# ---- block 1 ----
Figure 1. Metal 2 (block 1).
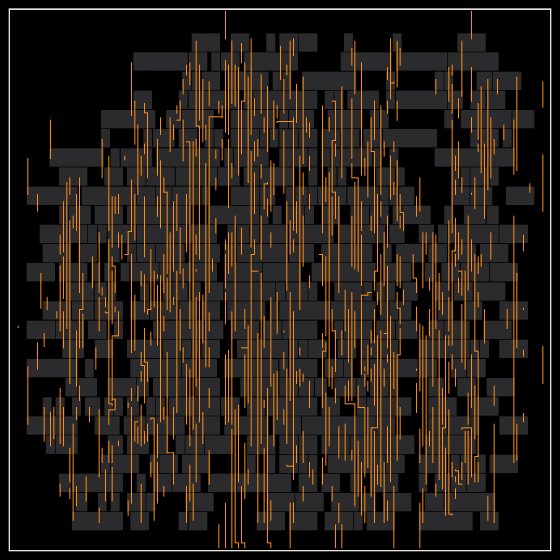

## config.mk

```make
export PLATFORM = sky130hd
export DESIGN_NAME = video_timing_ctrl
export DESIGN_NICKNAME = d
export VERILOG_FILES = /design/src/rtl/video_timing_pkg.sv /design/src/rtl/sync_delay.sv /design/src/rtl/video_timing_ctrl.sv
export SDC_FILE = /design/constraint.sdc
export NUM_CORES = 1
export LEC_CHECK = 0
export ABC_AREA = 1
export CAP_MARGIN = 20
export CORE_MARGIN = 2
export CORE_UTILIZATION = 35
export DETAILED_ROUTE_END_ITERATION = 8
export HOLD_SLACK_MARGIN = 0.02
export PLACE_DENSITY_LB_ADDON = 0.05
export SLEW_MARGIN = 5
export SYNTH_ARGS = -nofsm -noshare
export SYNTH_HDL_FRONTEND = slang
export SYNTH_HIERARCHICAL = 1
export SYNTH_SLANG_ARGS = --single-unit
```

## constraint.sdc

```tcl
create_clock -name PClk -period 1.4 [get_ports PClk]
set_input_delay 0.28 -clock PClk [delete_from_list [all_inputs] [get_ports PClk]]
set_output_delay 0.28 -clock PClk [all_outputs]
set_load 0.02 [all_outputs]
```

## src/rtl/video_timing_pkg.sv

```systemverilog
// Shared phase encoding and default 640x480@60 timing for the video timing controller.
package video_timing_pkg;

    typedef enum logic [1:0] {ACTIVE, FRONT, SYNC, BACK} phase_t;

    localparam int CNT_W = 10;

    localparam int DEF_H_ACTIVE = 640;
    localparam int DEF_H_FP     = 16;
    localparam int DEF_H_SYNC   = 96;
    localparam int DEF_H_BP     = 48;
    localparam int DEF_V_ACTIVE = 480;
    localparam int DEF_V_FP     = 10;
    localparam int DEF_V_SYNC   = 2;
    localparam int DEF_V_BP     = 33;

endpackage

```

## src/rtl/sync_delay.sv

```systemverilog
// LAT-stage shift register; reset fills every stage with the blanking word.
module sync_delay #(
    parameter int               WIDTH = 3,
    parameter int               LAT   = 2,
    parameter logic [WIDTH-1:0] BLANK = '0
) (
    input  logic             clk,
    input  logic             rst,
    input  logic [WIDTH-1:0] din,
    output logic [WIDTH-1:0] dout
);

    generate
        if (LAT == 0) begin : g_direct
            assign dout = din;
        end else begin : g_pipe
            logic [LAT-1:0][WIDTH-1:0] stages;

            always_ff @(posedge clk) begin
                if (rst) begin
                    stages <= {LAT{BLANK}};
                end else begin
                    stages[0] <= din;
                    for (int i = 1; i < LAT; i++) stages[i] <= stages[i-1];
                end
            end

            assign dout = stages[LAT-1];
        end
    endgenerate

endmodule

```

## src/rtl/video_timing_ctrl.sv

```systemverilog
// Raster timing generator: h/v counters with phase FSMs, an undelayed pixel request,
// and sync/de outputs delayed to line up with the pixel source latency.
module video_timing_ctrl
    import video_timing_pkg::*;
#(
    parameter int H_ACTIVE = DEF_H_ACTIVE,
    parameter int H_FP     = DEF_H_FP,
    parameter int H_SYNC   = DEF_H_SYNC,
    parameter int H_BP     = DEF_H_BP,
    parameter int V_ACTIVE = DEF_V_ACTIVE,
    parameter int V_FP     = DEF_V_FP,
    parameter int V_SYNC   = DEF_V_SYNC,
    parameter int V_BP     = DEF_V_BP,
    parameter int SYNC_POL = 0,
    parameter int PIPE_LAT = 2
) (
    input  logic             PClk,
    input  logic             Reset,
    input  logic             Enable,
    output logic             pixelReq,
    output logic [CNT_W-1:0] pixelX,
    output logic [CNT_W-1:0] pixelY,
    output logic             frameStart,
    output logic             lineStart,
    output logic             hsync,
    output logic             vsync,
    output logic             activeArea
);

    localparam int H_TOTAL = H_ACTIVE + H_FP + H_SYNC + H_BP;
    localparam int V_TOTAL = V_ACTIVE + V_FP + V_SYNC + V_BP;

    // Last count of each phase; the FSM advances on the edge leaving that count.
    localparam logic [CNT_W-1:0] H_A_END = CNT_W'(H_ACTIVE - 1);
    localparam logic [CNT_W-1:0] H_F_END = CNT_W'(H_ACTIVE + H_FP - 1);
    localparam logic [CNT_W-1:0] H_S_END = CNT_W'(H_ACTIVE + H_FP + H_SYNC - 1);
    localparam logic [CNT_W-1:0] H_LAST  = CNT_W'(H_TOTAL - 1);
    localparam logic [CNT_W-1:0] V_A_END = CNT_W'(V_ACTIVE - 1);
    localparam logic [CNT_W-1:0] V_F_END = CNT_W'(V_ACTIVE + V_FP - 1);
    localparam logic [CNT_W-1:0] V_S_END = CNT_W'(V_ACTIVE + V_FP + V_SYNC - 1);
    localparam logic [CNT_W-1:0] V_LAST  = CNT_W'(V_TOTAL - 1);

    localparam logic       POL   = SYNC_POL[0];
    localparam logic [2:0] BLANK = {~POL, ~POL, 1'b0};

    logic [CNT_W-1:0] h_count, v_count;
    phase_t           h_phase, v_phase;
    logic             h_wrap, v_wrap, run;
    logic [2:0]       raw, dly;

    assign h_wrap = (h_count == H_LAST);
    assign v_wrap = (v_count == V_LAST);
    assign run    = Enable && !Reset;

    always_ff @(posedge PClk) begin
        if (Reset || !Enable) begin
            h_count <= '0;
            v_count <= '0;
            h_phase <= ACTIVE;
            v_phase <= ACTIVE;
        end else begin
            h_count <= h_wrap ? '0 : h_count + 1'b1;
            unique case (h_phase)
                ACTIVE: if (h_count == H_A_END) h_phase <= FRONT;
                FRONT:  if (h_count == H_F_END) h_phase <= SYNC;
                SYNC:   if (h_count == H_S_END) h_phase <= BACK;
                BACK:   if (h_wrap)             h_phase <= ACTIVE;
            endcase
            if (h_wrap) begin
                v_count <= v_wrap ? '0 : v_count + 1'b1;
                unique case (v_phase)
                    ACTIVE: if (v_count == V_A_END) v_phase <= FRONT;
                    FRONT:  if (v_count == V_F_END) v_phase <= SYNC;
                    SYNC:   if (v_count == V_S_END) v_phase <= BACK;
                    BACK:   if (v_wrap)             v_phase <= ACTIVE;
                endcase
            end
        end
    end

    assign pixelReq   = run && (h_phase == ACTIVE) && (v_phase == ACTIVE);
    assign pixelX     = pixelReq ? h_count : '0;
    assign pixelY     = pixelReq ? v_count : '0;
    assign lineStart  = run && (h_count == '0);
    assign frameStart = lineStart && (v_count == '0);

    // A disabled generator feeds blanking into the delay line regardless of stale FSM state.
    assign raw = {(run && h_phase == SYNC) ? POL : ~POL,
                  (run && v_phase == SYNC) ? POL : ~POL,
                  pixelReq};

    sync_delay #(
        .WIDTH (3),
        .LAT   (PIPE_LAT),
        .BLANK (BLANK)
    ) u_sync_delay (
        .clk  (PClk),
        .rst  (Reset),
        .din  (raw),
        .dout (dly)
    );

    assign hsync      = Reset ? ~POL : dly[2];
    assign vsync      = Reset ? ~POL : dly[1];
    assign activeArea = Reset ? 1'b0 : dly[0];

endmodule

```

# ---- block 2 ----
`src/rtl/brick_eraser.sv`:
```
// brick_eraser
// Takes brick-hit pulses from the ball controller and queues the struck brick
// origins. Each queued brick is erased by streaming background-colour pixel
// writes, one per cycle in row-major order. The block also keeps a saturating
// score of accepted hits.
//
// Ports
//   i_clk          system clock, all state on posedge
//   i_reset        asynchronous active-high reset
//   i_brick_hit    one-cycle hit pulse, qualifies i_brick_x / i_brick_y
//   i_brick_x      struck brick origin x (9 bits)
//   i_brick_y      struck brick origin y (8 bits)
//   o_plot         pixel write enable to the VGA adapter
//   o_plot_x       pixel x
//   o_plot_y       pixel y
//   o_plot_colour  pixel colour, always BG_COLOUR
//   o_busy         erasing, or hits still queued
//   o_score        accepted hits, saturating
//   o_overflow     sticky: a hit was dropped because the queue was full
//
// States
//   S_IDLE | no brick being erased; pops the queue head when one is present
//   S_DRAW | o_plot_x/o_plot_y hold pixel (r_cx, r_cy) of the current brick

module brick_eraser #(
    parameter int          BRICK_W    = 32,
    parameter int          BRICK_H    = 4,
    parameter logic [2:0]  BG_COLOUR  = 3'b000,
    parameter int          FIFO_DEPTH = 4,
    parameter int          SCORE_W    = 8
) (
    input  logic               i_clk,
    input  logic               i_reset,
    input  logic               i_brick_hit,
    input  logic [8:0]         i_brick_x,
    input  logic [7:0]         i_brick_y,
    output logic               o_plot,
    output logic [8:0]         o_plot_x,
    output logic [7:0]         o_plot_y,
    output logic [2:0]         o_plot_colour,
    output logic               o_busy,
    output logic [SCORE_W-1:0] o_score,
    output logic               o_overflow
);

    localparam int AW  = $clog2(FIFO_DEPTH);
    localparam int CXW = $clog2(BRICK_W + 1);
    localparam int CYW = $clog2(BRICK_H + 1);
    localparam logic [CXW-1:0] CX_LAST = CXW'(BRICK_W);
    localparam logic [CYW-1:0] CY_LAST = CYW'(BRICK_H);

    typedef enum logic {S_IDLE, S_DRAW} state_t;

    state_t              r_state;
    state_t              w_state_n;

    logic [16:0]         r_mem [FIFO_DEPTH];
    logic [AW:0]         r_wr_ptr;
    logic [AW:0]         r_rd_ptr;
    logic [AW:0]         w_wr_ptr_n;
    logic [AW:0]         w_rd_ptr_n;
    logic                w_empty;
    logic                w_full;
    logic                w_push;
    logic                w_pop;
    logic [16:0]         w_head;

    logic [8:0]          r_base_x;
    logic [7:0]          r_base_y;
    logic [CXW-1:0]      r_cx;
    logic [CYW-1:0]      r_cy;
    logic [8:0]          w_base_x_n;
    logic [7:0]          w_base_y_n;
    logic [CXW-1:0]      w_cx_n;
    logic [CYW-1:0]      w_cy_n;

    logic                r_plot;
    logic [8:0]          r_plot_x;
    logic [7:0]          r_plot_y;
    logic                r_busy;
    logic [SCORE_W-1:0]  r_score;
    logic                r_overflow;
    logic                w_plot_n;
    logic [8:0]          w_plot_x_n;
    logic [7:0]          w_plot_y_n;
    logic                w_busy_n;
    logic                w_last_pixel;

    // Full/empty from pointers carrying an extra wrap bit.
    assign w_empty = (r_wr_ptr == r_rd_ptr);
    assign w_full  = (r_wr_ptr[AW] != r_rd_ptr[AW]) &&
                     (r_wr_ptr[AW-1:0] == r_rd_ptr[AW-1:0]);
    assign w_head  = r_mem[r_rd_ptr[AW-1:0]];

    // A full queue still accepts a hit when the head is popped on the same edge.
    assign w_push     = i_brick_hit && (!w_full || w_pop);
    assign w_wr_ptr_n = r_wr_ptr + (AW+1)'(w_push);
    assign w_rd_ptr_n = r_rd_ptr + (AW+1)'(w_pop);

    assign w_last_pixel = (r_cx == CX_LAST) && (r_cy == CY_LAST);

    always_ff @(posedge i_clk or posedge i_reset) begin
        if (i_reset) begin
            r_state <= S_IDLE;
        end else begin
            r_state <= w_state_n;
        end
    end

    always_comb begin
        w_state_n  = r_state;
        w_pop      = 1'b0;
        w_base_x_n = r_base_x;
        w_base_y_n = r_base_y;
        w_cx_n     = r_cx;
        w_cy_n     = r_cy;
        w_plot_n   = 1'b0;
        w_plot_x_n = r_plot_x;
        w_plot_y_n = r_plot_y;

        case (r_state)
            S_IDLE: begin
                if (!w_empty) begin
                    w_pop      = 1'b1;
                    w_base_x_n = w_head[16:8];
                    w_base_y_n = w_head[7:0];
                    w_cx_n     = '0;
                    w_cy_n     = '0;
                    w_state_n  = S_DRAW;
                end
            end
            S_DRAW: begin
                if (w_last_pixel) begin
                    w_cx_n = '0;
                    w_cy_n = '0;
                    if (!w_empty) begin
                        // Back-to-back bricks: the next one starts with no gap cycle.
                        w_pop      = 1'b1;
                        w_base_x_n = w_head[16:8];
                        w_base_y_n = w_head[7:0];
                    end else begin
                        w_state_n = S_IDLE;
                    end
                end else if (r_cx == CX_LAST) begin
                    w_cx_n = '0;
                    w_cy_n = r_cy + CYW'(1);
                end else begin
                    w_cx_n = r_cx + CXW'(1);
                end
            end
            default: begin
                w_state_n = S_IDLE;
            end
        endcase

        // The output registers show the pixel selected by the next counter values.
        // Coordinates wrap modulo 512/256; off-screen pixels keep their cycle.
        if (w_state_n == S_DRAW) begin
            w_plot_x_n = w_base_x_n + 9'(w_cx_n);
            w_plot_y_n = w_base_y_n + 8'(w_cy_n);
            w_plot_n   = (w_plot_x_n < 9'd320) && (w_plot_y_n < 8'd240);
        end

        w_busy_n = (w_state_n == S_DRAW) || (w_wr_ptr_n != w_rd_ptr_n);
    end

    always_ff @(posedge i_clk or posedge i_reset) begin
        if (i_reset) begin
            for (int i = 0; i < FIFO_DEPTH; i++) begin
                r_mem[i] <= '0;
            end
            r_wr_ptr   <= '0;
            r_rd_ptr   <= '0;
            r_base_x   <= '0;
            r_base_y   <= '0;
            r_cx       <= '0;
            r_cy       <= '0;
            r_plot     <= 1'b0;
            r_plot_x   <= '0;
            r_plot_y   <= '0;
            r_busy     <= 1'b0;
            r_score    <= '0;
            r_overflow <= 1'b0;
        end else begin
            if (w_push) begin
                r_mem[r_wr_ptr[AW-1:0]] <= {i_brick_x, i_brick_y};
                if (r_score != {SCORE_W{1'b1}}) begin
                    r_score <= r_score + SCORE_W'(1);
                end
            end
            if (i_brick_hit && !w_push) begin
                r_overflow <= 1'b1;
            end
            r_wr_ptr <= w_wr_ptr_n;
            r_rd_ptr <= w_rd_ptr_n;
            r_base_x <= w_base_x_n;
            r_base_y <= w_base_y_n;
            r_cx     <= w_cx_n;
            r_cy     <= w_cy_n;
            r_plot   <= w_plot_n;
            r_plot_x <= w_plot_x_n;
            r_plot_y <= w_plot_y_n;
            r_busy   <= w_busy_n;
        end
    end

    assign o_plot        = r_plot;
    assign o_plot_x      = r_plot_x;
    assign o_plot_y      = r_plot_y;
    assign o_plot_colour = BG_COLOUR;
    assign o_busy        = r_busy;
    assign o_score       = r_score;
    assign o_overflow    = r_overflow;

endmodule

```
`config.mk`:
```
export PLATFORM = sky130hd
export DESIGN_NAME = brick_eraser
export DESIGN_NICKNAME = d
export VERILOG_FILES = /design/src/rtl/brick_eraser.sv
export SDC_FILE = /design/constraint.sdc
export NUM_CORES = 1
export LEC_CHECK = 0
export ABC_CLOCK_PERIOD_IN_PS = 4600
export CORE_ASPECT_RATIO = 1.25
export CORE_MARGIN = 2
export CORE_UTILIZATION = 50
export CTS_CLUSTER_DIAMETER = 200
export CTS_CLUSTER_SIZE = 8
export DETAILED_ROUTE_END_ITERATION = 7
export HOLD_SLACK_MARGIN = 0.06
export PLACE_DENSITY_LB_ADDON = 0.25
export SYNTH_ARGS = -nofsm -noshare
export SYNTH_HDL_FRONTEND = slang
export SYNTH_SLANG_ARGS = --single-unit
```
`constraint.sdc`:
```
create_clock -name i_clk -period 4.6 [get_ports i_clk]
set_clock_uncertainty 0.1 [all_clocks]
set_input_delay 0.46 -clock i_clk [delete_from_list [all_inputs] [get_ports i_clk]]
set_output_delay 0.46 -clock i_clk [all_outputs]
set_load 0.02 [all_outputs]
```
# ---- block 3 ----
**src/rtl/fb_access_arbiter.sv**
```systemverilog
// Round-robin arbiter sharing the framebuffer random-access port between
// NUM_REQ requesters. One transaction is in flight at a time. The granted
// request is held on the fb_* side until fb_ack_i, or until the watchdog
// aborts it. The result is then returned as a one-cycle req_ack_o pulse.
module fb_access_arbiter #(
  parameter int NUM_REQ        = 3,
  parameter int TIMEOUT_CYCLES = 1024
) (
  input  logic                         clk_pix,
  input  logic                         reset_n_i,
  input  logic [NUM_REQ-1:0]           req_sel_i,
  input  logic [NUM_REQ-1:0]           req_wr_i,
  input  logic [4*NUM_REQ-1:0]         req_mask_i,
  input  logic [24*NUM_REQ-1:0]        req_address_i,
  input  logic [16*NUM_REQ-1:0]        req_data_i,
  output logic [NUM_REQ-1:0]           req_ack_o,
  output logic                         req_err_o,
  output logic [15:0]                  req_data_o,
  input  logic                         fb_hold_i,
  output logic                         fb_sel_o,
  output logic                         fb_wr_o,
  output logic [3:0]                   fb_mask_o,
  output logic [23:0]                  fb_address_o,
  output logic [15:0]                  fb_data_o,
  input  logic                         fb_ack_i,
  input  logic [15:0]                  fb_data_i,
  output logic [$clog2(NUM_REQ)-1:0]   grant_o,
  output logic [1:0]                   dbg_state_o
);

  localparam int GW = $clog2(NUM_REQ);
  localparam int TW = (TIMEOUT_CYCLES > 1) ? $clog2(TIMEOUT_CYCLES) : 1;
  localparam logic [TW-1:0] TMO_LAST = TW'(TIMEOUT_CYCLES - 1);

  typedef enum logic [1:0] {S_IDLE = 2'd0, S_ACCESS = 2'd1, S_RESP = 2'd2} state_t;

  typedef struct packed {
    logic        wr;
    logic [3:0]  mask;
    logic [23:0] addr;
    logic [15:0] data;
  } fb_req_t;

  // Per-requester view of the flattened request buses.
  fb_req_t [NUM_REQ-1:0] lane_req;

  for (genvar i = 0; i < NUM_REQ; i++) begin : g_lane
    assign lane_req[i] = '{wr:   req_wr_i[i],
                           mask: req_mask_i[4*i +: 4],
                           addr: req_address_i[24*i +: 24],
                           data: req_data_i[16*i +: 16]};
  end

  state_t               state_q, state_d;
  logic [GW-1:0]        ptr_q, ptr_d;
  logic [GW-1:0]        grant_q, grant_d;
  fb_req_t              req_q, req_d;
  logic                 sel_q, sel_d;
  logic [TW-1:0]        timer_q, timer_d;
  logic [NUM_REQ-1:0]   ack_q, ack_d;
  logic                 err_q, err_d;
  logic [15:0]          rdata_q, rdata_d;

  logic                 found;
  logic [GW-1:0]        win;
  logic [GW-1:0]        cand;
  logic                 timeout_hit;

  // Round-robin search. Start one past the last winner and wrap, so the
  // most recently served requester has the lowest priority.
  always_comb begin
    found = 1'b0;
    win   = '0;
    cand  = '0;
    for (int k = 1; k <= NUM_REQ; k++) begin
      cand = GW'((int'(ptr_q) + k) % NUM_REQ);
      if (!found && req_sel_i[cand]) begin
        found = 1'b1;
        win   = cand;
      end
    end
  end

  // The watchdog is compiled away when TIMEOUT_CYCLES is 0.
  assign timeout_hit = (TIMEOUT_CYCLES != 0) && (timer_q == TMO_LAST);

  // Next-state logic for the transaction FSM and all registered outputs.
  always_comb begin
    state_d = state_q;
    ptr_d   = ptr_q;
    grant_d = grant_q;
    req_d   = req_q;
    sel_d   = sel_q;
    timer_d = timer_q;
    ack_d   = ack_q;
    err_d   = err_q;
    rdata_d = rdata_q;
    case (state_q)
      S_IDLE: begin
        if (!fb_hold_i && found) begin
          req_d   = lane_req[win];
          grant_d = win;
          ptr_d   = win;
          sel_d   = 1'b1;
          timer_d = '0;
          state_d = S_ACCESS;
        end
      end
      S_ACCESS: begin
        timer_d = timer_q + 1'b1;
        if (fb_ack_i) begin
          sel_d          = 1'b0;
          ack_d          = '0;
          ack_d[grant_q] = 1'b1;
          // A write leaves the last read data on req_data_o.
          if (!req_q.wr) rdata_d = fb_data_i;
          state_d        = S_RESP;
        end else if (timeout_hit) begin
          sel_d          = 1'b0;
          ack_d          = '0;
          ack_d[grant_q] = 1'b1;
          err_d          = 1'b1;
          rdata_d        = 16'h0000;
          state_d        = S_RESP;
        end
      end
      S_RESP: begin
        ack_d   = '0;
        err_d   = 1'b0;
        state_d = S_IDLE;
      end
      default: state_d = S_IDLE;
    endcase
  end

  // State and output registers. An asynchronous reset drops fb_sel_o at once
  // and discards any access that is in flight.
  always_ff @(posedge clk_pix or negedge reset_n_i) begin
    if (!reset_n_i) begin
      state_q <= S_IDLE;
      ptr_q   <= GW'(NUM_REQ - 1);
      grant_q <= '0;
      req_q   <= '0;
      sel_q   <= 1'b0;
      timer_q <= '0;
      ack_q   <= '0;
      err_q   <= 1'b0;
      rdata_q <= '0;
    end else begin
      state_q <= state_d;
      ptr_q   <= ptr_d;
      grant_q <= grant_d;
      req_q   <= req_d;
      sel_q   <= sel_d;
      timer_q <= timer_d;
      ack_q   <= ack_d;
      err_q   <= err_d;
      rdata_q <= rdata_d;
    end
  end

  assign fb_sel_o     = sel_q;
  assign fb_wr_o      = req_q.wr;
  assign fb_mask_o    = req_q.mask;
  assign fb_address_o = req_q.addr;
  assign fb_data_o    = req_q.data;
  assign req_ack_o    = ack_q;
  assign req_err_o    = err_q;
  assign req_data_o   = rdata_q;
  assign grant_o      = grant_q;
  assign dbg_state_o  = state_q;

endmodule

```
**config.mk**
```make
export PLATFORM = sky130hd
export DESIGN_NAME = fb_access_arbiter
export DESIGN_NICKNAME = d
export VERILOG_FILES = /design/src/rtl/fb_access_arbiter.sv
export SDC_FILE = /design/constraint.sdc
export NUM_CORES = 1
export LEC_CHECK = 0
export CORE_MARGIN = 5
export CORE_UTILIZATION = 45
export DETAILED_ROUTE_END_ITERATION = 12
export PLACE_DENSITY = 0.86
export REMOVE_ABC_BUFFERS = 1
export SLEW_MARGIN = 10
export SYNTH_ARGS = -nofsm -noshare
export SYNTH_HDL_FRONTEND = slang
export SYNTH_SLANG_ARGS = --single-unit
export TNS_END_PERCENT = 30
```
**constraint.sdc**
```tcl
create_clock -name clk_pix -period 7 [get_ports clk_pix]
set_input_delay 1.4 -clock clk_pix [delete_from_list [all_inputs] [get_ports clk_pix]]
set_output_delay 1.4 -clock clk_pix [all_outputs]
set_load 0.1 [all_outputs]
```
# ---- block 4 ----
<file path="config.mk">
export PLATFORM = sky130hd
export DESIGN_NAME = lru_alloc_arbiter
export DESIGN_NICKNAME = d
export VERILOG_FILES = /design/src/rtl/lru_alloc_arbiter.sv
export SDC_FILE = /design/constraint.sdc
export NUM_CORES = 1
export LEC_CHECK = 0
export CAP_MARGIN = 20
export CORE_ASPECT_RATIO = 0.9
export CORE_MARGIN = 4
export CORE_UTILIZATION = 27
export CTS_CLUSTER_DIAMETER = 120
export CTS_CLUSTER_SIZE = 10
export DETAILED_ROUTE_END_ITERATION = 7
export DONT_BUFFER_PORTS = 1
export PLACE_DENSITY_LB_ADDON = 0.25
export SETUP_SLACK_MARGIN = 0.05
export SLEW_MARGIN = 20
export SYNTH_ARGS = -nofsm -noshare
export SYNTH_HDL_FRONTEND = slang
export SYNTH_SLANG_ARGS = --single-unit
export TNS_END_PERCENT = 10
</file>
<file path="constraint.sdc">
create_clock -name clk -period 2.5 [get_ports clk]
set_input_delay 0.375 -clock clk [delete_from_list [all_inputs] [get_ports clk]]
set_output_delay 0.375 -clock clk [all_outputs]
set_load 0.02 [all_outputs]
</file>
<file path="src/rtl/lru_alloc_arbiter.sv">
`default_nettype none
// ============================================================================
//  Module   : lru_alloc_arbiter
//  Purpose  : Round-robin arbiter sharing one LRU age table between NUM_REQ
//             requesters. A sequential scan finds the oldest slot, which is
//             offered on a valid/ack handshake. A touch port refreshes ages
//             on hits.
//  Options  : LRU_ALLOC_PERF_EN adds the perf_*_cnt_o performance counters.
//  Revision : 1.0 - initial release
// ============================================================================
module lru_alloc_arbiter #(
    parameter  int NUM_REQ = 4,
    parameter  int LENGTH  = 8,
    localparam int AW      = $clog2(LENGTH),
    localparam int RW      = $clog2(NUM_REQ)
) (
    input  logic               clk,
    input  logic               rst_n,
    input  logic [NUM_REQ-1:0] req_i,
    output logic [NUM_REQ-1:0] gnt_o,
    input  logic               touch_v_i,
    input  logic [AW-1:0]      touch_idx_i,
    output logic               alloc_v_o,
    output logic [AW-1:0]      alloc_idx_o,
    output logic [RW-1:0]      alloc_req_o,
    input  logic               alloc_ack_i,
    output logic               busy_o
`ifdef LRU_ALLOC_PERF_EN
    ,
    output logic [31:0]        perf_alloc_cnt_o,
    output logic [31:0]        perf_wait_cnt_o,
    output logic [15:0]        perf_restart_cnt_o
`endif
);

    localparam logic [1:0]    c_st_idle   = 2'd0;
    localparam logic [1:0]    c_st_scan   = 2'd1;
    localparam logic [1:0]    c_st_offer  = 2'd2;
    localparam logic [AW-1:0] c_last_slot = AW'(LENGTH - 1);
    localparam logic [RW-1:0] c_last_req  = RW'(NUM_REQ - 1);

    logic [1:0]         r_state;
    logic [AW-1:0]      r_age [LENGTH];
    logic [AW-1:0]      r_scan;
    logic [AW-1:0]      r_best;
    logic [AW-1:0]      r_best_age;
    logic [RW-1:0]      r_win;
    logic [RW-1:0]      r_rr;
    logic [NUM_REQ-1:0] r_gnt;

    logic [RW-1:0]      w_win;
    logic               w_accept;
    logic               w_restart;

    assign w_accept  = (r_state == c_st_offer) && alloc_ack_i;
    // A touch invalidates the scan only if it hits the slot being compared
    // or the current best; at s=0 the best register is stale and ignored.
    assign w_restart = (r_state == c_st_scan) && touch_v_i &&
                       ((touch_idx_i == r_scan) ||
                        ((r_scan != '0) && (touch_idx_i == r_best)));

    // Round-robin pick: first requester at or after the pointer, wrapping
    always_comb begin : p_arb
        logic [RW-1:0] idx;
        idx   = '0;
        w_win = r_rr;
        // Walk offsets from far to near so the nearest set bit wins last
        for (int k = NUM_REQ - 1; k >= 0; k--) begin
            idx = RW'((int'(r_rr) + k) % NUM_REQ);
            if (req_i[idx]) begin
                w_win = idx;
            end
        end
    end

    // Control FSM with the one-slot-per-cycle oldest-age scan
    always_ff @(posedge clk or negedge rst_n) begin
        if (!rst_n) begin
            r_state    <= c_st_idle;
            r_scan     <= '0;
            r_best     <= '0;
            r_best_age <= '0;
            r_win      <= '0;
        end else begin
            case (r_state)
                c_st_idle: begin
                    if (|req_i) begin
                        r_win   <= w_win;
                        r_scan  <= '0;
                        r_state <= c_st_scan;
                    end
                end
                c_st_scan: begin
                    if (w_restart) begin
                        r_scan <= '0;
                    end else begin
                        // Strict compare keeps the lowest index on ties
                        if ((r_scan == '0) || (r_age[r_scan] > r_best_age)) begin
                            r_best     <= r_scan;
                            r_best_age <= r_age[r_scan];
                        end
                        if (r_scan == c_last_slot) begin
                            r_state <= c_st_offer;
                        end else begin
                            r_scan <= r_scan + AW'(1);
                        end
                    end
                end
                c_st_offer: begin
                    if (alloc_ack_i) begin
                        r_state <= c_st_idle;
                    end
                end
                default: r_state <= c_st_idle;
            endcase
        end
    end

    // Age table: touches zero a slot, an accepted allocation ages everyone else
    always_ff @(posedge clk or negedge rst_n) begin
        if (!rst_n) begin
            for (int i = 0; i < LENGTH; i++) begin
                r_age[i] <= AW'(i);
            end
        end else begin
            for (int i = 0; i < LENGTH; i++) begin
                if (touch_v_i && (touch_idx_i == AW'(i))) begin
                    r_age[i] <= '0;
                end else if (w_accept) begin
                    if (r_best == AW'(i)) begin
                        r_age[i] <= '0;
                    end else if (r_age[i] != c_last_slot) begin
                        r_age[i] <= r_age[i] + AW'(1);
                    end
                end
            end
        end
    end

    // Grant pulse and round-robin pointer advance on acceptance
    always_ff @(posedge clk or negedge rst_n) begin
        if (!rst_n) begin
            r_gnt <= '0;
            r_rr  <= '0;
        end else begin
            r_gnt <= '0;
            if (w_accept) begin
                r_gnt <= {{(NUM_REQ-1){1'b0}}, 1'b1} << r_win;
                r_rr  <= (r_win == c_last_req) ? '0 : r_win + RW'(1);
            end
        end
    end

    assign gnt_o       = r_gnt;
    assign alloc_v_o   = (r_state == c_st_offer);
    assign alloc_idx_o = r_best;
    assign alloc_req_o = r_win;
    assign busy_o      = (r_state != c_st_idle);

`ifdef LRU_ALLOC_PERF_EN
    logic [31:0] r_perf_alloc;
    logic [31:0] r_perf_wait;
    logic [15:0] r_perf_restart;

    // Free-running wrapping event counters
    always_ff @(posedge clk or negedge rst_n) begin
        if (!rst_n) begin
            r_perf_alloc   <= '0;
            r_perf_wait    <= '0;
            r_perf_restart <= '0;
        end else begin
            if (w_accept) begin
                r_perf_alloc <= r_perf_alloc + 32'd1;
            end
            if ((r_state == c_st_offer) && !alloc_ack_i) begin
                r_perf_wait <= r_perf_wait + 32'd1;
            end
            if (w_restart) begin
                r_perf_restart <= r_perf_restart + 16'd1;
            end
        end
    end

    assign perf_alloc_cnt_o   = r_perf_alloc;
    assign perf_wait_cnt_o    = r_perf_wait;
    assign perf_restart_cnt_o = r_perf_restart;
`endif

endmodule
`default_nettype wire

</file>
Figure 2. Routed metal per tile (block 4).
23 x 20 tiles, from dark blue (low) to red (high), scaled to the fullest tile. Values are wire area over tile area, all layers added.
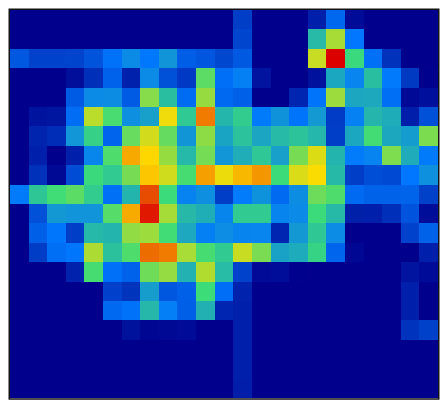
densest ninth of the die: center
nearly empty tiles: 42%
tiles over half the peak: 13%
emptiest ninth of the die: south-east
mean over tiles: 0.083
fullest tile: 0.43
Total Routing Usage GR: 11.1%
number of vias in the routed layout: 1917
Wirelength per Cell: 15.6 microns

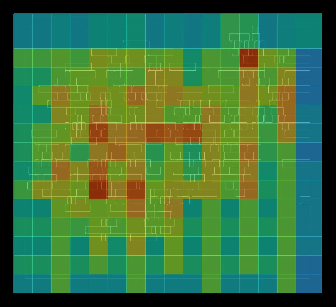
Figure 3: block 4, track usage over the die.
met3 GRT Util: 2.72%
met2 usage: 18.1%
met1 Track Usage GR: 15.2%
GR peak layer: met2
Finished Core Util: 31.3%

==> results.cfg, block 4 <==
; generated from flow reports
[run_status]
status = finished with violations
violations = negative setup slack

[final_timing]
rsz0062_at_grt = true
fmax_mhz = 397
worst_pin_slew_ns = 0.596
setup_viol = 5
skew_ns = 0.0116
setup_slack_ns = -0.0216
slew_viol_final = 0
slew_headroom_pct = 60.2

[synth]
ys_seq_elements = 43
ys_types = 42
ys_sh_adder_pct = 12.2
ys_area_sq_mm = 0.00268
synth-edff-count = 0
yosys_warnings = 0

[worst_setup_path]
r2r_setup_slack_ns = -0.02
cp-endpoint = r_best_age[2]

[cells_and_area]
signal_buffers = 13
comb_share_pct = 49.9
fin_cells = 394
regArea_sq_mm = 0.00109
biggestCellCategory = combinational gates
layout-drive-gt1-share_pct = 22.8
mostFrequentLayoutCell = nor2_1
logic_gate_count = 188

[floorplan]
fp-utilization_pct = 27.7
core_area_sq_mm = 0.00966

[placed_design]
dpl.hpwl_mm = 4.58

[detailed_routing]
met3WireLength_microns = 369
drt-met1-wl_mm = 2.90

[run]
log.warning_count = 32

[min_path]
hold_depth = 1
block 4: flip-flops by register name, indices dropped and copies added, names as in the netlist:
signal / flops
r_best_age: 3
gnt_o: 4
alloc_req_o: 2
r_scan: 3
alloc_idx_o: 3
r_rr: 2
r_state: 2
r_age: 24
block 4: cell usage after synthesis, types with 2 or more instances:
cell | instances | share of area [%]
nor2_1 | 39 | 5.5
dfrtp_1 | 31 | 29
ha_1 | 26 | 12
nand2_1 | 19 | 2.7
a22oi_1 | 16 | 4.5
inv_1 | 16 | 2.2
dfstp_2 | 12 | 12
mux2i_1 | 10 | 3.7
buf_2 | 8 | 1.5
o21ai_0 | 8 | 1.5
nor3_1 | 7 | 1.3
mux2_2 | 6 | 2.5
nand2b_1 | 5 | 1.2
o22ai_1 | 5 | 1.2
and3_1 | 4 | 0.93
mux4_1 | 4 | 3.9
nor3b_2 | 4 | 1.9
xnor2_1 | 4 | 1.3
mux2_1 | 3 | 1.3
nand4_1 | 3 | 0.70
a21o_1 | 2 | 0.56
a21oi_1 | 2 | 0.37
a22o_1 | 2 | 0.65
clkbuf_1 | 2 | 0.28
mux4_2 | 2 | 1.7
nand3_1 | 2 | 0.37
xor2_1 | 2 | 0.65
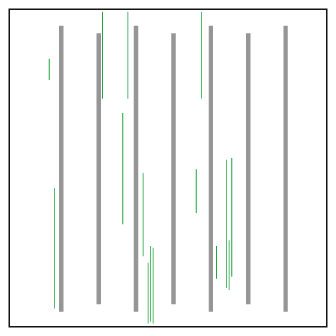
Figure 4: block 3, signal wires on met4.
Supply wires on this layer in gray.
longest straight run: 46.2 microns
share of all routed wire: 2.6%
wire length on this layer: 425 microns
Total Wirelength: 16.3 mm
number of vias in the routed layout: 4877

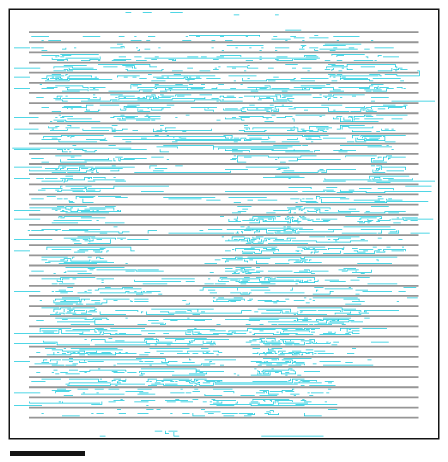
Figure 5: block 3, signal wires on met1.
The bar under the picture is 20 microns long. Supply wires on this layer in gray.
wire length on this layer: 6190 microns
main direction: horizontal
longest straight run: 46.9 microns
nets with wire on the layer: 743
met1 Track Usage GR: 28.8%

==> results.cfg, block 3 <==
; generated from flow reports
[final_timing]
worst_pin_slew_ns = 1.19
period_used_pct = 58.6
slew_viol_final = 0
skew_ns = 0.0103
hold_violations = 0

[floorplan]
num_tap_cells = 140
dieWidth_microns = 115

[cells_and_area]
final-comb-area_sq_mm = 0.00262
largest_reg_flops = 24
biggestCellCategory = combinational gates
fin_area_sq_mm = 0.00737

[clocking]
cts_inserted_buffers = 9
cts_tree = done
clk_pin_slew_ns = 0.09
cts_buffer_depth = 2

[detailed_routing]
viasPerCell = 5.87
drt_iter0_markers = 332
dr.pass1.iters = 4
postRouteAntennaNets = 0

[run_status]
status = finished, final reports clean

[synth]
synthTopCellsByCount = 92 x nand2_1, 80 x dfrtp_1, 48 x mux2i_1
synthArstFlopShare_pct = 100
ys_types = 58

[worst_setup_path]
r2r-end = fb_data_o[10]
worstRegToRegCells = 8

[global_route]
grt_pass1_vias = 5108
grt_pass1_wl_mm = 25.6
antenna_found_initial = 0
overflow = 0

[min_path]
hold_path.class = flip-flop to flip-flop

[run]
drv_cap = 0
## block 3: cell families (layout without fill, tap and decap cells)
| kind of cell | after synthesis | in the layout | synth area share (%) |
|---|---|---|---|
| AOI/OAI and AO/OA | 147 | 147 | 26.1 |
| and+or+nand+nor | 147 | 147 | 13.4 |
| DFF | 81 | 81 | 41.1 |
| buffers and inverters | 57 | 256 | 6.52 |
| muxes | 51 | 51 | 10.6 |
| adders and majority gates | 9 | 9 | 2.28 |
## block 3: stage by stage
stage	util, %	cells	setup WS (ns)
6_report	68.3	831	2.90
5_1_grt	68.3	831	2.69
4_1_cts	68.1	830	2.87
3_5_place_dp	66.2	814	2.53
3_3_place_gp	66.2	814	2.71
2_1_floorplan	-	444	1.76
## block 3: metal layers
layer	wire length [microns]	share of wire [%]	global-route usage [%]	up-vias
met4	425	2.6	8.14	0
met5	0	0	0	-
met1	6190	38	28.8	2346
met2	8150	50	41.4	245
li1	-	-	-	2255
met3	1510	9.3	8.14	31
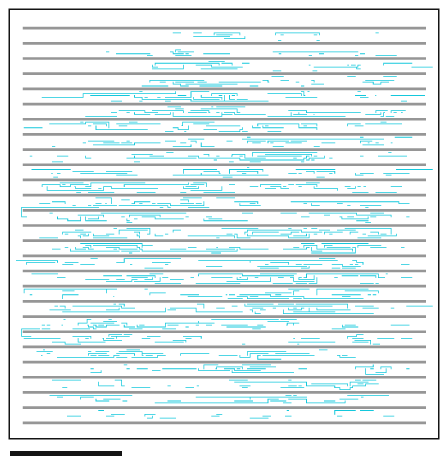
Figure 6: block 1, signal wires on met1.
The bar under the picture is 20 microns long. Supply wires on this layer in gray.
nets with wire on the layer: 379
longest straight run: 25.3 microns
Total Wirelength: 5.89 mm
met1 Track Usage GR: 23.2%

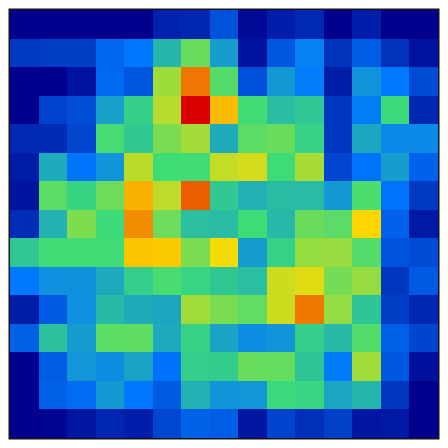
Figure 7: block 1, routed metal per tile.
15 x 15 tiles, from dark blue (low) to red (high), scaled to the fullest tile. Values are wire area over tile area, all layers added.
densest ninth of the die: center
fullest tile: 0.46
mean over tiles: 0.15
emptiest ninth of the die: north-west
Wirelength per Cell: 12.2 microns
number of vias in the routed layout: 2213
Total Routing Usage GR: 18.9%

Notes on Figure 1 above:
nets with wire on the layer: 361
longest straight run: 40.8 microns
wire length on this layer: 3170 microns
main direction: vertical
met2 usage: 33.8%

==> results.cfg, block 1 <==
; generated from flow reports
[run_status]
status = finished with violations
violations = negative setup slack

[final_timing]
setup_viol = 47
skew_ns = 0.00773
setup_slack_ns = -0.277
finalCriticalPeriod_ns = 1.68

[cells_and_area]
nClkBuffers = 7
nNetsFinal = 428
fin_util_pct = 71.0
logic_gate_count = 200

[worst_setup_path]
worstSetupPathType = flip-flop to flip-flop
cp_max_fo = 5
r2r-end = v_count[0]

[synth]
ys_types = 27
ys_sh_adder_pct = 8.80

[clocking]
cts-root-buf = clkbuf_8
cts.sinks = 30

[placed_design]
dp.cells = 450
port_buffers = 28
-- block 1: how the worst max path moves through the flow --
stage,end,slack [ns],cells past startpoint
detailed placement,pixelY[1],-0.84,8
finish,v_count[0],-0.28,11
global route,v_count[9],-0.36,11
global placement,pixelY[1],-0.83,8
CTS,frameStart,-0.28,7
floorplan,frameStart,-0.01,6
-- block 1: stage by stage --
step           instance area, sq um
6_report                       3630
5_1_grt                        3630
4_1_cts                        3210
3_5_place_dp                   2700
3_3_place_gp                   2700
2_1_floorplan                  1860
-- block 1: critical path: stages, from the launching register on --
cell and delay [ns]:
dfxtp_2 0.33, buf_4 0.13, buf_6 0.12, ha_4 0.16, nand3_4 0.09, inv_2 0.06
nand3_4 0.13, buf_6 0.14, nand2_8 0.07, buf_6 0.13, buf_6 0.11, o22ai_2 0.15
-- block 1: flip-flops by register name (all words and copies together), names as in the netlist --
name                        count
h_phase                         2
u_sync_delay/dout               3
u_sync_delay/g_pipe.stages      3
v_count                        10
h_count                        10
v_phase                         2
-- block 1: per-layer routing --
metal	vias to the layer above	GRT usage, %
met5	-	0
met4	0	4.36
met3	10	4.00
met2	32	33.8
met1	1048	23.2
li1	1123	-
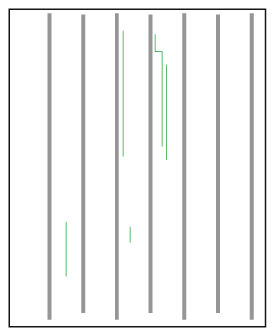
Figure 8: block 2, signal wires on met4.
Supply wires on this layer in gray.
share of all routed wire: 1.4%
main direction: vertical
longest straight run: 50.3 microns
nets with wire on the layer: 3
wire length on this layer: 164 microns
number of vias in the routed layout: 3763
Total Wirelength: 12.1 mm

==> results.cfg, block 2 <==
; generated from flow reports
[clocking]
cts_buffer_depth = 2
cts_resized = 0

[synth]
most_common_cell = dfrtp_1
topCellsByArea = dfrtp_1 53%, mux2_2 15%, mux4_2 6.3%, ha_1 3.7%, xnor2_1 2.3%
yosys_warnings = 0
ys_types = 46
synth-compound-area-share_pct = 5.94
synthTopCellsByCount = 129 x dfrtp_1, 82 x mux2_2, 36 x nand2_1
synthArstFlopShare_pct = 100

[global_route]
grt_start_max_net_pins = 68
grt_pass1_vias = 4036

[final_timing]
fmax_mhz = 245
hold_violations = 0
whs_ns = 0.359
slew_viol_final = 0

[cells_and_area]
fin_area_sq_mm = 0.00735
nNetsFinal = 552
regMostFlops = r_mem

[floorplan]
dieArea_sq_mm = 0.0130
row_count = 45

[run]
log.warning_count = 28

[run_status]
status = finished, final reports clean

[detailed_routing]
drt-met1-wl_mm = 5.40

[placed_design]
dpl.hpwl_mm = 8.31
place_area_sq_mm = 0.00673
-- block 2: worst paths after layout --
kind | depth (start not counted) | to | start
worst max-delay path | 14 | o_plot | r_cx[1]
max in group asynchronous | 3 | r_rd_ptr[1] | i_reset
worst min register to register | 1 | o_overflow | o_overflow
min in group asynchronous | 2 | r_base_x[2] | i_reset
worst max register to register | 14 | o_plot | r_cx[1]
worst min-delay path | 1 | o_overflow | o_overflow
-- block 2: critical path, stage by stage (launching register included) --
cell,delay [ns]
dfrtp_1,0.40
inv_1,0.09
ha_1,0.16
or4b_4,0.49
o21a_4,0.26
nor2_8,0.23
mux2_2,0.39
ha_1,0.23
fa_1,0.42
a21oi_1,0.19
o21ai_0,0.18
o21ai_0,0.23
nand2b_1,0.15
o311ai_0,0.31
o211a_1,0.19
-- block 2: metal layers --
metal | up-vias | track usage, %
met5 | - | 0
met4 | 0 | 7.37
met3 | 14 | 4.32
met2 | 62 | 34.0
met1 | 1938 | 27.5
li1 | 1749 | -
-- block 2: area by class of cell --
type / instances / area share [%]
sequential: 129 / 43.9
clock buffer: 22 / 6.31
multi-input combinational: 299 / 36.9
timing repair buffer: 55 / 7.39
tap: 164 / 2.79
clock inverter: 10 / 2.14
inverter: 10 / 0.545

## Gallery

Metal 2.
shot_01.png
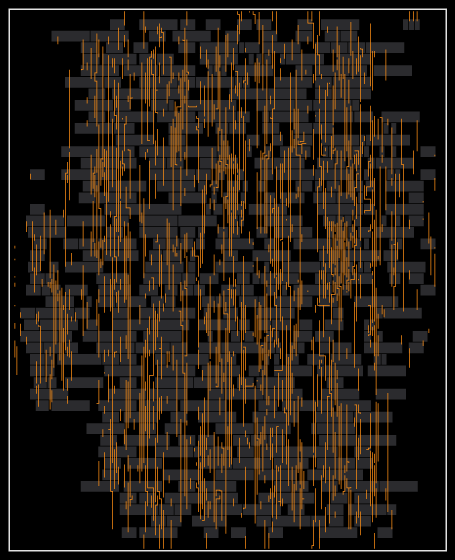
shot_02.png
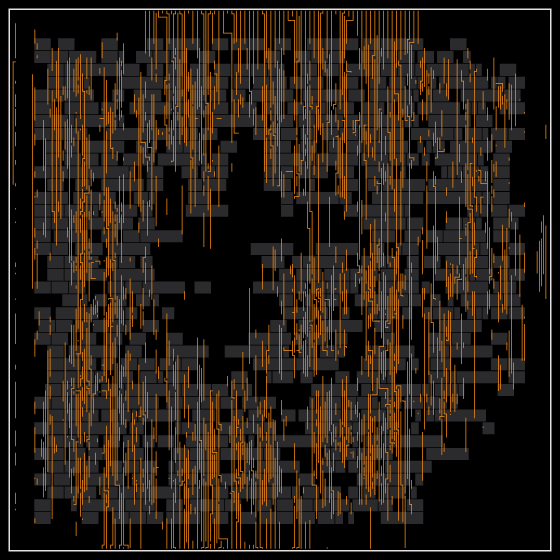
shot_03.png
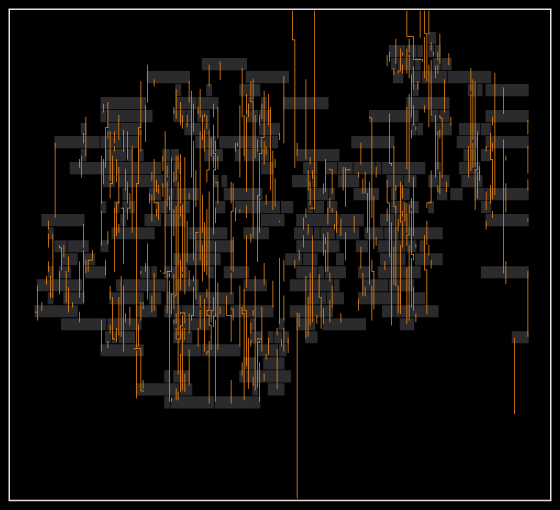
block 3: shot_02.png
block 4: shot_03.png
block 2: shot_01.png



==> gallery <==
Track usage over the die.
picture 1
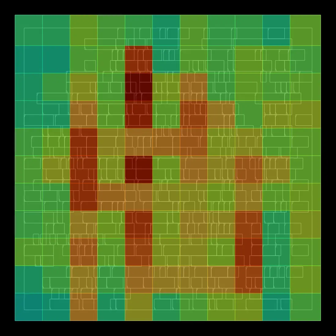
picture 2
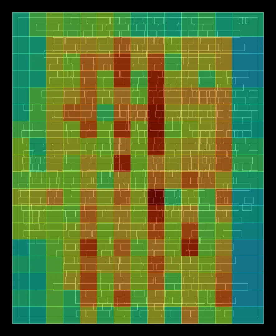
picture 3
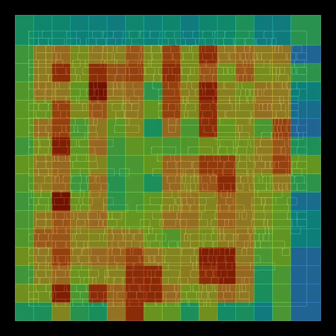
- highest track usage: picture 3
For block 3, see picture 3.
For block 1, see picture 1.
For block 2, see picture 2.


==> layout pictures side by side <==
Met3 routing.
panel A
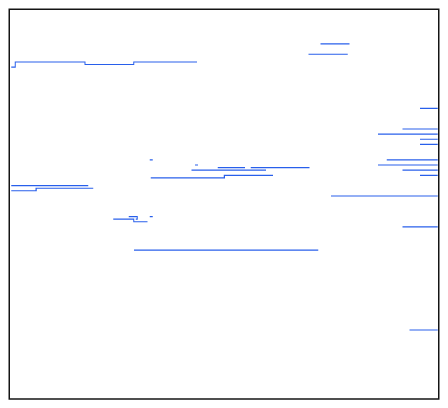
panel B
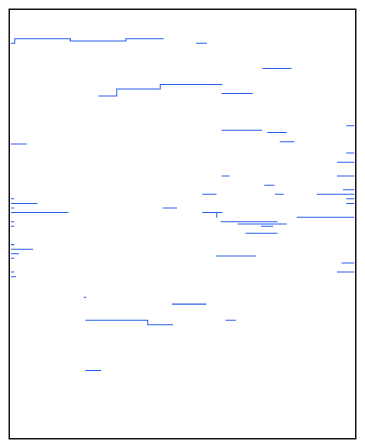
panel C
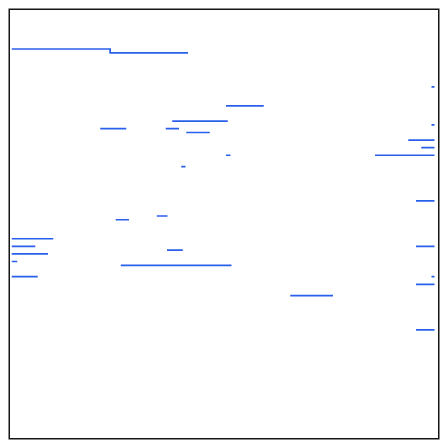
panel D
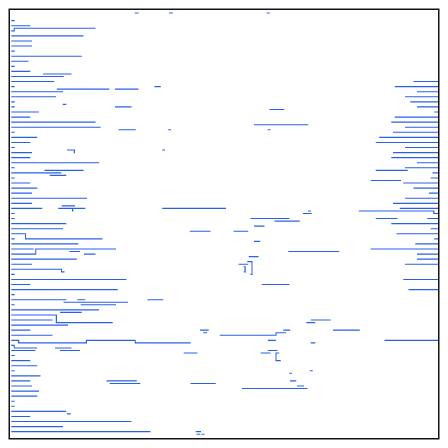
Panel B comes from block 2.
Panel D comes from block 3.
Panel A comes from block 4.
Panel C comes from block 1.

Key to panel D:
main direction: horizontal
share of all routed wire: 9.3%
nets with wire on the layer: 160
wire length on this layer: 1510 microns
longest straight run: 37.0 microns

